# block 1

$ cat src/rtl/reset_seq_pkg.sv
// Shared types and helpers for the staged reset sequencer.
package reset_seq_pkg;

  typedef enum logic [2:0] {
    ST_ASSERT    = 3'd0,
    ST_WAIT_LOCK = 3'd1,
    ST_HOLD      = 3'd2,
    ST_RELEASE   = 3'd3,
    ST_RUN       = 3'd4
  } state_e;

  // Width of a counter that must reach the largest of the three phase lengths.
  function automatic int unsigned cnt_width(input int unsigned a,
                                            input int unsigned b,
                                            input int unsigned c);
    int unsigned m;
    m = a;
    if (b > m) m = b;
    if (c > m) m = c;
    return int'($clog2(m + 1));
  endfunction

endpackage

$ cat src/rtl/reset_sequencer_if.sv
// Lock/request inputs and staged reset outputs of the reset sequencer.
interface reset_sequencer_if #(
  parameter int unsigned NUM_STAGES = 3,
  parameter int unsigned CNT_W      = 8
);
  logic                  locked;
  logic                  sw_rst_req;
  logic [NUM_STAGES-1:0] stage_rst_n;
  logic                  all_released;
  logic [CNT_W-1:0]      lock_loss_cnt;
  logic [2:0]            state;

  modport master (
    input  locked, sw_rst_req,
    output stage_rst_n, all_released, lock_loss_cnt, state
  );

  modport slave (
    output locked, sw_rst_req,
    input  stage_rst_n, all_released, lock_loss_cnt, state
  );
endinterface

$ cat src/rtl/sync_2ff.sv
// Two-flop synchroniser for asynchronous level inputs; resets to zero.
module sync_2ff #(
  parameter int unsigned WIDTH = 1
) (
  input  logic             clk,
  input  logic             rst,
  input  logic [WIDTH-1:0] d,
  output logic [WIDTH-1:0] q
);

  logic [WIDTH-1:0] meta_q;
  logic [WIDTH-1:0] sync_q;

  always_ff @(posedge clk) begin
    if (rst) begin
      meta_q <= '0;
      sync_q <= '0;
    end else begin
      meta_q <= d;
      sync_q <= meta_q;
    end
  end

  assign q = sync_q;

endmodule

$ cat src/rtl/reset_sequencer.sv
// Gates on PLL lock, holds reset, then releases active-low reset domains in
// order with a fixed gap; re-asserts all on lock loss or software request.
module reset_sequencer
  import reset_seq_pkg::*;
#(
  parameter int unsigned NUM_STAGES  = 3,
  parameter int unsigned MIN_ASSERT  = 4,
  parameter int unsigned HOLD_CYCLES = 65535,
  parameter int unsigned STAGE_GAP   = 8,
  parameter int unsigned CNT_W       = 8
) (
  input  logic                clk,
  input  logic                rst,
  reset_sequencer_if.master   bus
);

  localparam int unsigned CW = cnt_width(MIN_ASSERT, HOLD_CYCLES, STAGE_GAP);
  localparam logic [CW-1:0] MIN_LAST  = CW'(MIN_ASSERT - 1);
  localparam logic [CW-1:0] HOLD_LAST = CW'(HOLD_CYCLES - 1);
  localparam logic [CW-1:0] GAP_LAST  = CW'(STAGE_GAP - 1);

  logic                  locked_s;
  state_e                state_q, state_d;
  logic [CW-1:0]         cnt_q, cnt_d;
  logic [NUM_STAGES-1:0] stage_q, stage_d;
  logic                  all_rel_q, all_rel_d;
  logic [CNT_W-1:0]      loss_q, loss_d;
  logic [NUM_STAGES-1:0] stage_next;
  logic                  restart;
  logic                  lost;

  sync_2ff #(.WIDTH(1)) u_lock_sync (
    .clk (clk),
    .rst (rst),
    .d   (bus.locked),
    .q   (locked_s)
  );

  // Released bits fill contiguously from bit 0, so the next release is a shift-in of a one.
  assign stage_next = NUM_STAGES'({stage_q, 1'b1});

  always_ff @(posedge clk) begin
    if (rst) begin
      state_q   <= ST_ASSERT;
      cnt_q     <= '0;
      stage_q   <= '0;
      all_rel_q <= 1'b0;
      loss_q    <= '0;
    end else begin
      state_q   <= state_d;
      cnt_q     <= cnt_d;
      stage_q   <= stage_d;
      all_rel_q <= all_rel_d;
      loss_q    <= loss_d;
    end
  end

  always_comb begin
    state_d   = state_q;
    cnt_d     = cnt_q;
    stage_d   = stage_q;
    all_rel_d = all_rel_q;
    loss_d    = loss_q;
    restart   = 1'b0;
    lost      = 1'b0;

    case (state_q)
      ST_ASSERT: begin
        stage_d   = '0;
        all_rel_d = 1'b0;
        if (cnt_q == MIN_LAST) begin
          state_d = ST_WAIT_LOCK;
          cnt_d   = '0;
        end else begin
          cnt_d = CW'(cnt_q + 1'b1);
        end
      end

      ST_WAIT_LOCK: begin
        if (locked_s) begin
          state_d = ST_HOLD;
          cnt_d   = '0;
        end
      end

      // A lock drop here is still power-up settling, not a counted loss.
      ST_HOLD: begin
        if (bus.sw_rst_req) begin
          restart = 1'b1;
        end else if (!locked_s) begin
          state_d = ST_WAIT_LOCK;
          cnt_d   = '0;
        end else if (cnt_q == HOLD_LAST) begin
          cnt_d   = '0;
          stage_d = stage_next;
          if (&stage_next) begin
            state_d   = ST_RUN;
            all_rel_d = 1'b1;
          end else begin
            state_d = ST_RELEASE;
          end
        end else begin
          cnt_d = CW'(cnt_q + 1'b1);
        end
      end

      ST_RELEASE: begin
        if (!locked_s) begin
          lost    = 1'b1;
          restart = 1'b1;
        end else if (bus.sw_rst_req) begin
          restart = 1'b1;
        end else if (cnt_q == GAP_LAST) begin
          cnt_d   = '0;
          stage_d = stage_next;
          if (&stage_next) begin
            state_d   = ST_RUN;
            all_rel_d = 1'b1;
          end
        end else begin
          cnt_d = CW'(cnt_q + 1'b1);
        end
      end

      ST_RUN: begin
        if (!locked_s) begin
          lost    = 1'b1;
          restart = 1'b1;
        end else if (bus.sw_rst_req) begin
          restart = 1'b1;
        end
      end

      default: restart = 1'b1;
    endcase

    if (restart) begin
      state_d   = ST_ASSERT;
      cnt_d     = '0;
      stage_d   = '0;
      all_rel_d = 1'b0;
    end

    if (lost && (loss_q != '1)) begin
      loss_d = CNT_W'(loss_q + 1'b1);
    end
  end

  assign bus.stage_rst_n   = stage_q;
  assign bus.all_released  = all_rel_q;
  assign bus.lock_loss_cnt = loss_q;
  assign bus.state         = state_q;

endmodule
$ cat src/flat_wrapper.sv
// flat-port wrapper written by rule: the top's interface ports become plain ports
module reset_sequencer_flat import reset_seq_pkg::*;
#(
  parameter int unsigned NUM_STAGES  = 3,
  parameter int unsigned MIN_ASSERT  = 4,
  parameter int unsigned HOLD_CYCLES = 65535,
  parameter int unsigned STAGE_GAP   = 8,
  parameter int unsigned CNT_W       = 8
)
  (clk, rst, bus_locked, bus_sw_rst_req, bus_stage_rst_n, bus_all_released, bus_lock_loss_cnt, bus_state);
  reset_sequencer_if #(.NUM_STAGES(NUM_STAGES), .CNT_W(CNT_W)) bus_i ();
  input  logic clk;
  input  logic rst;
  input wire logic [$bits(bus_i.locked)-1:0] bus_locked;
  input wire logic [$bits(bus_i.sw_rst_req)-1:0] bus_sw_rst_req;
  output wire logic [$bits(bus_i.stage_rst_n)-1:0] bus_stage_rst_n;
  output wire logic [$bits(bus_i.all_released)-1:0] bus_all_released;
  output wire logic [$bits(bus_i.lock_loss_cnt)-1:0] bus_lock_loss_cnt;
  output wire logic [$bits(bus_i.state)-1:0] bus_state;
  assign bus_i.locked = bus_locked;
  assign bus_i.sw_rst_req = bus_sw_rst_req;
  assign bus_stage_rst_n = bus_i.stage_rst_n;
  assign bus_all_released = bus_i.all_released;
  assign bus_lock_loss_cnt = bus_i.lock_loss_cnt;
  assign bus_state = bus_i.state;
  reset_sequencer #(.NUM_STAGES(NUM_STAGES), .MIN_ASSERT(MIN_ASSERT), .HOLD_CYCLES(HOLD_CYCLES), .STAGE_GAP(STAGE_GAP), .CNT_W(CNT_W)) u_core (.clk(clk), .rst(rst), .bus(bus_i));
endmodule
$ cat config.mk
export PLATFORM = sky130hd
export DESIGN_NAME = reset_sequencer_flat
export DESIGN_NICKNAME = d
export VERILOG_FILES = /design/src/rtl/reset_seq_pkg.sv /design/src/rtl/reset_sequencer_if.sv /design/src/rtl/sync_2ff.sv /design/src/rtl/reset_sequencer.sv /design/src/flat_wrapper.sv
export SDC_FILE = /design/constraint.sdc
export NUM_CORES = 1
export LEC_CHECK = 0
export CORE_ASPECT_RATIO = 1.75
export CORE_UTILIZATION = 25
export DETAILED_ROUTE_END_ITERATION = 8
export PLACE_DENSITY = 0.52
export SKIP_CTS_REPAIR_TIMING = 1
export SYNTH_ARGS = -nofsm -noshare
export SYNTH_HDL_FRONTEND = slang
export SYNTH_HIERARCHICAL = 1
export SYNTH_SLANG_ARGS = --single-unit
$ cat constraint.sdc
create_clock -name clk -period 3.8 [get_ports clk]
set_input_delay 1.14 -clock clk [delete_from_list [all_inputs] [get_ports clk]]
set_output_delay 1.14 -clock clk [all_outputs]
set_load 0.01 [all_outputs]
# block 2

===== config.mk =====
export PLATFORM = sky130hd
export DESIGN_NAME = l2_flush_seq_flat
export DESIGN_NICKNAME = d
export VERILOG_FILES = /design/src/rtl/l2_flush_seq_pkg.sv /design/src/rtl/l2_flush_seq_if.sv /design/src/rtl/l2_flush_seq.sv /design/src/flat_wrapper.sv
export SDC_FILE = /design/constraint.sdc
export NUM_CORES = 1
export LEC_CHECK = 0
export ABC_AREA = 0
export ABC_CLOCK_PERIOD_IN_PS = 1190
export CORE_MARGIN = 2
export CORE_UTILIZATION = 34
export CTS_CLUSTER_DIAMETER = 30
export DETAILED_ROUTE_END_ITERATION = 10
export PLACE_DENSITY_LB_ADDON = 0.3
export RECOVER_POWER = 25
export REMOVE_ABC_BUFFERS = 1
export SYNTH_ARGS = -nofsm -noshare
export SYNTH_HDL_FRONTEND = slang
export SYNTH_SLANG_ARGS = --single-unit

===== constraint.sdc =====
create_clock -name clk -period 1.19 [get_ports clk]
set_input_delay 0.238 -clock clk [delete_from_list [all_inputs] [get_ports clk]]
set_output_delay 0.238 -clock clk [all_outputs]
set_load 0.005 [all_outputs]

===== src/rtl/l2_flush_seq_pkg.sv =====
// ============================================================================
// Module : l2_flush_seq_pkg
// Brief  : Shared L2 geometry constants, line-state encoding and flush FSM type
// Rev    : 1.0  initial release
// ============================================================================
`default_nettype none

package l2_flush_seq_pkg;

   localparam int L2_SET_BITS       = 2;
   localparam int L2_WAY_BITS       = 1;
   localparam int L2_SETS           = 1 << L2_SET_BITS;
   localparam int L2_WAYS           = 1 << L2_WAY_BITS;
   localparam int REQS_BITS_P1      = 3;
   localparam int STABLE_STATE_BITS = 2;

   localparam logic [STABLE_STATE_BITS-1:0] INVALID = '0;

   typedef enum logic [2:0] {
      ST_IDLE      = 3'd0,
      ST_START     = 3'd1,
      ST_READ      = 3'd2,
      ST_CHECK     = 3'd3,
      ST_WAIT_REQS = 3'd4,
      ST_EVICT     = 3'd5,
      ST_DONE      = 3'd6
   } flush_state_e;

endpackage

`default_nettype wire


===== src/rtl/l2_flush_seq_if.sv =====
// ============================================================================
// Module : l2_flush_seq_if
// Brief  : Flush sequencer bundle: control, counter feedback, array read, evict
// Rev    : 1.0  initial release
// ============================================================================
`default_nettype none

interface l2_flush_seq_if;
   import l2_flush_seq_pkg::*;

   logic                         flush_start;
   logic                         hold;
   logic [L2_SET_BITS:0]         flush_set;
   logic [L2_WAY_BITS:0]         flush_way;
   logic [REQS_BITS_P1-1:0]      reqs_cnt;
   logic                         rd_en;
   logic [L2_SET_BITS-1:0]       rd_set;
   logic [L2_WAY_BITS-1:0]       rd_way;
   logic [STABLE_STATE_BITS-1:0] rd_state;
   logic                         evict_valid;
   logic                         evict_ready;
   logic [L2_SET_BITS-1:0]       evict_set;
   logic [L2_WAY_BITS-1:0]       evict_way;
   logic [STABLE_STATE_BITS-1:0] evict_state;
   logic                         set_ongoing_flush;
   logic                         clr_ongoing_flush;
   logic                         incr_flush_set;
   logic                         clr_flush_set;
   logic                         incr_flush_way;
   logic                         clr_flush_way;
   logic                         fill_reqs_flush;
   logic                         flush_done;
   logic                         busy;

   // slave is the sequencer, master is the surrounding cache logic
   modport slave (
      input  flush_start, hold, flush_set, flush_way, reqs_cnt, rd_state, evict_ready,
      output rd_en, rd_set, rd_way, evict_valid, evict_set, evict_way, evict_state,
      output set_ongoing_flush, clr_ongoing_flush, incr_flush_set, clr_flush_set,
      output incr_flush_way, clr_flush_way, fill_reqs_flush, flush_done, busy
   );

   modport master (
      output flush_start, hold, flush_set, flush_way, reqs_cnt, rd_state, evict_ready,
      input  rd_en, rd_set, rd_way, evict_valid, evict_set, evict_way, evict_state,
      input  set_ongoing_flush, clr_ongoing_flush, incr_flush_set, clr_flush_set,
      input  incr_flush_way, clr_flush_way, fill_reqs_flush, flush_done, busy
   );

endinterface

`default_nettype wire


===== src/rtl/l2_flush_seq.sv =====
// ============================================================================
// Module : l2_flush_seq
// Brief  : Walks every L2 set/way, evicting valid lines, driving external counters
// Rev    : 1.0  initial release
// ============================================================================
`default_nettype none

module l2_flush_seq
   import l2_flush_seq_pkg::*;
(
   input  logic          clk,
   input  logic          rst,
   l2_flush_seq_if.slave bus
);

   flush_state_e                 r_state;
   logic                         r_busy;
   logic                         r_start;
   logic                         r_done;
   logic                         r_evict_valid;
   logic [L2_SET_BITS-1:0]       r_set;
   logic [L2_WAY_BITS-1:0]       r_way;
   logic [STABLE_STATE_BITS-1:0] r_line_state;

   logic w_last_way;
   logic w_last_set;
   logic w_last_line;
   logic w_line_invalid;
   logic w_handshake;
   logic w_advance;
   logic w_rd_go;

   assign w_last_way     = (bus.flush_way == (L2_WAY_BITS+1)'(L2_WAYS-1));
   assign w_last_set     = (bus.flush_set == (L2_SET_BITS+1)'(L2_SETS-1));
   assign w_last_line    = w_last_way && w_last_set;
   assign w_line_invalid = (bus.rd_state == INVALID);
   assign w_handshake    = (r_state == ST_EVICT) && bus.evict_ready;
   assign w_advance      = ((r_state == ST_CHECK) && w_line_invalid) || w_handshake;
   assign w_rd_go        = (r_state == ST_READ) && !bus.hold;

   always_ff @(posedge clk or negedge rst) begin
      if (!rst) begin
         r_state       <= ST_IDLE;
         r_busy        <= 1'b0;
         r_start       <= 1'b0;
         r_done        <= 1'b0;
         r_evict_valid <= 1'b0;
         r_set         <= '0;
         r_way         <= '0;
         r_line_state  <= '0;
      end else begin
         r_start <= 1'b0;
         r_done  <= 1'b0;
         case (r_state)
            ST_IDLE: begin
               if (bus.flush_start) begin
                  r_state <= ST_START;
                  r_busy  <= 1'b1;
                  r_start <= 1'b1;
               end
            end
            ST_START: r_state <= ST_READ;
            ST_READ: begin
               if (w_rd_go) begin
                  r_state <= ST_CHECK;
                  r_set   <= bus.flush_set[L2_SET_BITS-1:0];
                  r_way   <= bus.flush_way[L2_WAY_BITS-1:0];
               end
            end
            ST_CHECK: begin
               if (w_line_invalid) begin
                  r_state <= w_last_line ? ST_DONE : ST_READ;
                  r_done  <= w_last_line;
               end else begin
                  r_line_state <= bus.rd_state;
                  if (bus.reqs_cnt == '0) begin
                     r_state <= ST_WAIT_REQS;
                  end else begin
                     r_state       <= ST_EVICT;
                     r_evict_valid <= 1'b1;
                  end
               end
            end
            ST_WAIT_REQS: begin
               if (bus.reqs_cnt != '0) begin
                  r_state       <= ST_EVICT;
                  r_evict_valid <= 1'b1;
               end
            end
            ST_EVICT: begin
               // payload stays frozen in r_* until the consumer accepts it
               if (bus.evict_ready) begin
                  r_evict_valid <= 1'b0;
                  r_state       <= w_last_line ? ST_DONE : ST_READ;
                  r_done        <= w_last_line;
               end
            end
            ST_DONE: begin
               r_state <= ST_IDLE;
               r_busy  <= 1'b0;
            end
            default: begin
               r_state <= ST_IDLE;
               r_busy  <= 1'b0;
            end
         endcase
      end
   end

   assign bus.rd_en             = w_rd_go;
   assign bus.rd_set            = w_rd_go ? bus.flush_set[L2_SET_BITS-1:0] : '0;
   assign bus.rd_way            = w_rd_go ? bus.flush_way[L2_WAY_BITS-1:0] : '0;
   assign bus.evict_valid       = r_evict_valid;
   assign bus.evict_set         = r_set;
   assign bus.evict_way         = r_way;
   assign bus.evict_state       = r_line_state;
   assign bus.set_ongoing_flush = r_start;
   assign bus.clr_flush_set     = r_start;
   assign bus.clr_flush_way     = r_start || (w_advance && w_last_way);
   assign bus.incr_flush_way    = w_advance && !w_last_way;
   assign bus.incr_flush_set    = w_advance && w_last_way;
   assign bus.fill_reqs_flush   = w_handshake;
   assign bus.clr_ongoing_flush = r_done;
   assign bus.flush_done        = r_done;
   assign bus.busy              = r_busy;

endmodule

`default_nettype wire

===== src/flat_wrapper.sv =====
// flat-port wrapper written by rule: the top's interface ports become plain ports
module l2_flush_seq_flat import l2_flush_seq_pkg::*;
  (clk, rst, bus_flush_start, bus_hold, bus_flush_set, bus_flush_way, bus_reqs_cnt, bus_rd_state, bus_evict_ready, bus_rd_en, bus_rd_set, bus_rd_way, bus_evict_valid, bus_evict_set, bus_evict_way, bus_evict_state, bus_set_ongoing_flush, bus_clr_ongoing_flush, bus_incr_flush_set, bus_clr_flush_set, bus_incr_flush_way, bus_clr_flush_way, bus_fill_reqs_flush, bus_flush_done, bus_busy);
  l2_flush_seq_if bus_i ();
  input  logic clk;
  input  logic rst;
  input wire logic [$bits(bus_i.flush_start)-1:0] bus_flush_start;
  input wire logic [$bits(bus_i.hold)-1:0] bus_hold;
  input wire logic [$bits(bus_i.flush_set)-1:0] bus_flush_set;
  input wire logic [$bits(bus_i.flush_way)-1:0] bus_flush_way;
  input wire logic [$bits(bus_i.reqs_cnt)-1:0] bus_reqs_cnt;
  input wire logic [$bits(bus_i.rd_state)-1:0] bus_rd_state;
  input wire logic [$bits(bus_i.evict_ready)-1:0] bus_evict_ready;
  output wire logic [$bits(bus_i.rd_en)-1:0] bus_rd_en;
  output wire logic [$bits(bus_i.rd_set)-1:0] bus_rd_set;
  output wire logic [$bits(bus_i.rd_way)-1:0] bus_rd_way;
  output wire logic [$bits(bus_i.evict_valid)-1:0] bus_evict_valid;
  output wire logic [$bits(bus_i.evict_set)-1:0] bus_evict_set;
  output wire logic [$bits(bus_i.evict_way)-1:0] bus_evict_way;
  output wire logic [$bits(bus_i.evict_state)-1:0] bus_evict_state;
  output wire logic [$bits(bus_i.set_ongoing_flush)-1:0] bus_set_ongoing_flush;
  output wire logic [$bits(bus_i.clr_ongoing_flush)-1:0] bus_clr_ongoing_flush;
  output wire logic [$bits(bus_i.incr_flush_set)-1:0] bus_incr_flush_set;
  output wire logic [$bits(bus_i.clr_flush_set)-1:0] bus_clr_flush_set;
  output wire logic [$bits(bus_i.incr_flush_way)-1:0] bus_incr_flush_way;
  output wire logic [$bits(bus_i.clr_flush_way)-1:0] bus_clr_flush_way;
  output wire logic [$bits(bus_i.fill_reqs_flush)-1:0] bus_fill_reqs_flush;
  output wire logic [$bits(bus_i.flush_done)-1:0] bus_flush_done;
  output wire logic [$bits(bus_i.busy)-1:0] bus_busy;
  assign bus_i.flush_start = bus_flush_start;
  assign bus_i.hold = bus_hold;
  assign bus_i.flush_set = bus_flush_set;
  assign bus_i.flush_way = bus_flush_way;
  assign bus_i.reqs_cnt = bus_reqs_cnt;
  assign bus_i.rd_state = bus_rd_state;
  assign bus_i.evict_ready = bus_evict_ready;
  assign bus_rd_en = bus_i.rd_en;
  assign bus_rd_set = bus_i.rd_set;
  assign bus_rd_way = bus_i.rd_way;
  assign bus_evict_valid = bus_i.evict_valid;
  assign bus_evict_set = bus_i.evict_set;
  assign bus_evict_way = bus_i.evict_way;
  assign bus_evict_state = bus_i.evict_state;
  assign bus_set_ongoing_flush = bus_i.set_ongoing_flush;
  assign bus_clr_ongoing_flush = bus_i.clr_ongoing_flush;
  assign bus_incr_flush_set = bus_i.incr_flush_set;
  assign bus_clr_flush_set = bus_i.clr_flush_set;
  assign bus_incr_flush_way = bus_i.incr_flush_way;
  assign bus_clr_flush_way = bus_i.clr_flush_way;
  assign bus_fill_reqs_flush = bus_i.fill_reqs_flush;
  assign bus_flush_done = bus_i.flush_done;
  assign bus_busy = bus_i.busy;
  l2_flush_seq u_core (.clk(clk), .rst(rst), .bus(bus_i));
endmodule


==> layout pictures side by side <==
Routing congestion.
(a)
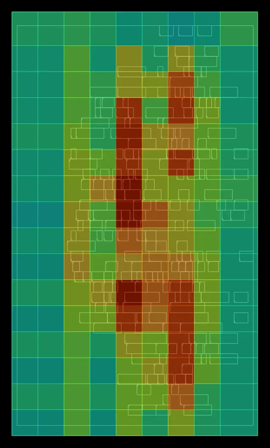
(b)
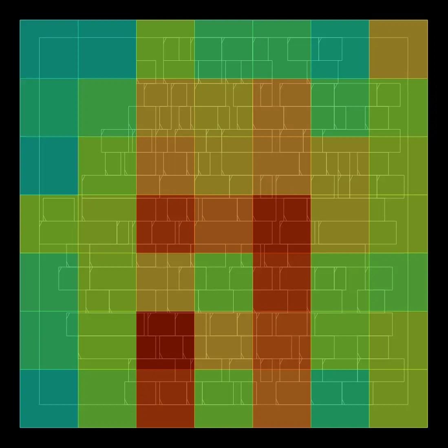
Of these, highest utilization: (b)
Of these, highest track usage: (b)
| picture | from |
|---|---|
| (b) | block 2 |
| (a) | block 1 |

==> block_2/util_map.png <==
10 x 10 tiles, from black (low) to pale yellow (high), 0 to 100% covered.
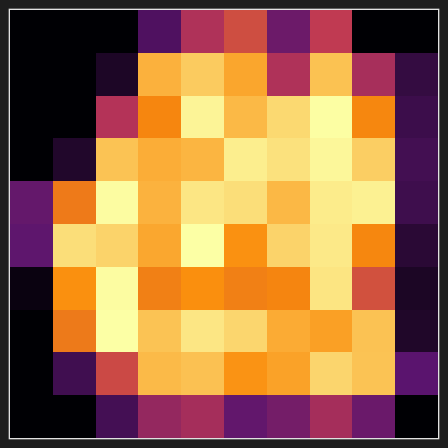
densest ninth of the die: center
mean over tiles: 56%
tiles over 75% full: 46%

==> results.json, block 2 <==
{
  "outcome": "finished with violations",
  "violations": "setup timing",
  "grt_use_met3_pct": 4.32,
  "post_cts_resized": 66,
  "gp_congestion": 0.808,
  "antenna_found_initial": 0,
  "fin_util_pct": 70.1,
  "dr_wl_met3_microns": 48,
  "drc": 0,
  "fin_hold_ws_ps": 484,
  "first_pass_iters": 4,
  "power.density_nw_per_um2": 2040,
  "postCtsSetupBuffers": 11,
  "timing.final.ws_setup_ps": -591,
  "final-comb-area_sq_um": 387,
  "yosysChipArea_sq_um": 668,
  "seq_area_sq_um": 300,
  "n_fill_cell": 143,
  "powerComb_uw": 1680,
  "fin_worst_skew_ps": 7.86,
  "rows": 16,
  "ys_warn_count": 0,
  "worstPathRequired_ps": 950,
  "xor_share_pct": 0,
  "swShare_pct": 34.3,
  "cts_max_path_buffers": 2,
  "area_share_nonclk_buffers_pct": 43.0,
  "ys.flops": 12,
  "grt_pass1_vias": 824,
  "critPathLaunch": "u_core.r_state[2]",
  "dp_hpwl_microns": 1380,
  "port_buffers": 33,
  "cp-end-kind": "output port",
  "busiest_layer": "met2",
  "drt-met1-wl_microns": 972,
  "peakVddDrop_uv": 1500,
  "ys_cells": 71,
  "min_to": "u_core.bus.evict_state[1]",
  "place_area_sq_um": 1120,
  "setup_viol": 19
}
==> block_1/ff_map.png <==
The bar under the picture is 20 microns long. Other sequential cells in the stronger gray, the rest of the logic in the fainter gray.
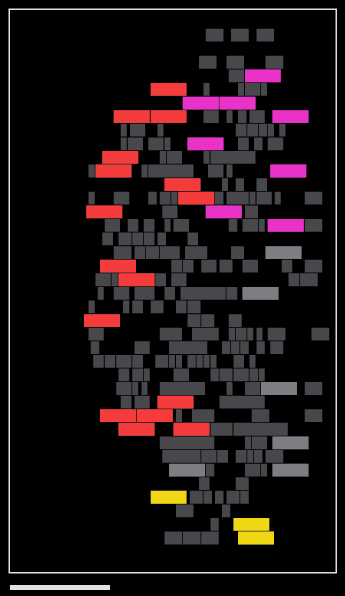
[yellow] u_core/bus.stage_rst_n | sequential cells: 3
[red] u_core/cnt_q | sequential cells: 16
[magenta] u_core/bus.lock_loss_cnt | sequential cells: 8 | where: north-east
not colored: 6

==> block_1/layers.png <==
The bar under the picture is 20 microns long. Two of the layers only.
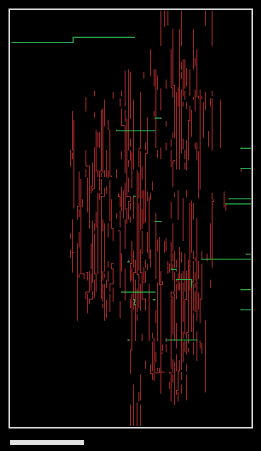
[red] M2 | wire length: 2,200 microns
[green] M3 | wire length: 112 microns

==> results.json, block 1 <==
{
  "outcome": "complete, no violations",
  "yosysChipArea_sq_um": 1740,
  "initial_core_util_pct": 26.3,
  "worst_slew_pin_slew_ps": 802,
  "finalMaxSlewViolations": 0,
  "seq-cell-share_pct": 30.3,
  "fp.dieH_microns": 112,
  "area_share_nonclk_buffers_pct": 9.63,
  "cts_inserted_buffers": 5,
  "regToRegSetupSlack_ps": 1210,
  "netlist_area_sq_um": 1740,
  "route.met2.wl_microns": 2200,
  "clock_buffers": 5,
  "grt_max_degree": 18,
  "critPathArrivalTime_ps": 2960,
  "timing.final.ws_setup_ps": 1010,
  "cts_max_path_buffers": 2,
  "drive_gt1_share_pct": 12.4,
  "final-comb-area_sq_um": 1010,
  "fin_hold_ws_ps": 465,
  "setup_viol": 0,
  "final_cells": 300,
  "min_to": "u_core/u_lock_sync/q",
  "worstSetupStartpointType": "primary input",
  "overflow": 0,
  "rows": 39,
  "antennaDiodeCount": 0,
  "dp_hpwl_microns": 2880,
  "met1_usage_pct": 12.6,
  "critPathKind": "primary input to flop",
  "min_period_over_period_pct": 73.4,
  "cp_common_cell": "buf_4",
  "hold_path_startpoint": "u_core/u_lock_sync/meta_q",
  "critPathLaunch": "bus_sw_rst_req",
  "num_vias": 1509,
  "final_antenna_net_count": 0,
  "hold_path_depth": 1
}


==> layout pictures side by side <==
Placed cells, one color a class.
panel A
The bar under the picture is 10 microns long. Fill, decap, tap and diode cells in gray.
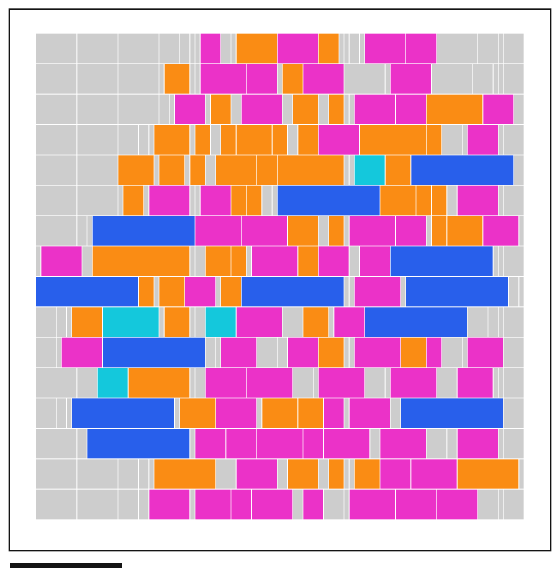
panel B
The bar under the picture is 20 microns long. Fill, decap, tap and diode cells in gray.
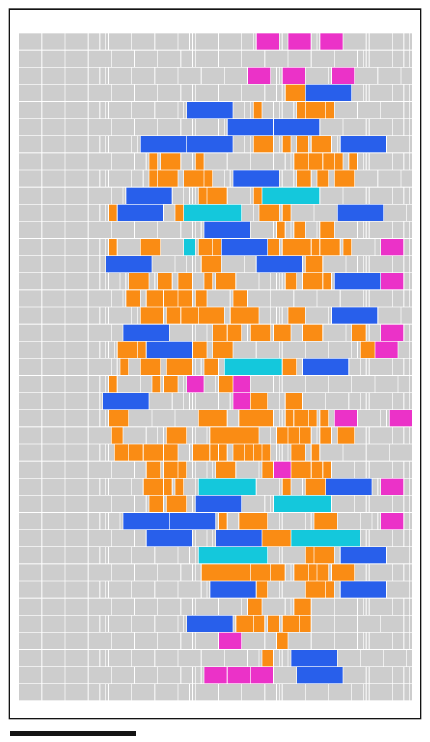
| from | picture |
|---|---|
| block 1 | panel B |
| block 2 | panel A |

Key to panel B:
[orange] remaining logic cells | cells: 155
[magenta] remaining buffers and delay cells | cells: 22
[blue] sequential cells | cells: 33
[cyan] clock drivers and dummy loads | cells: 8

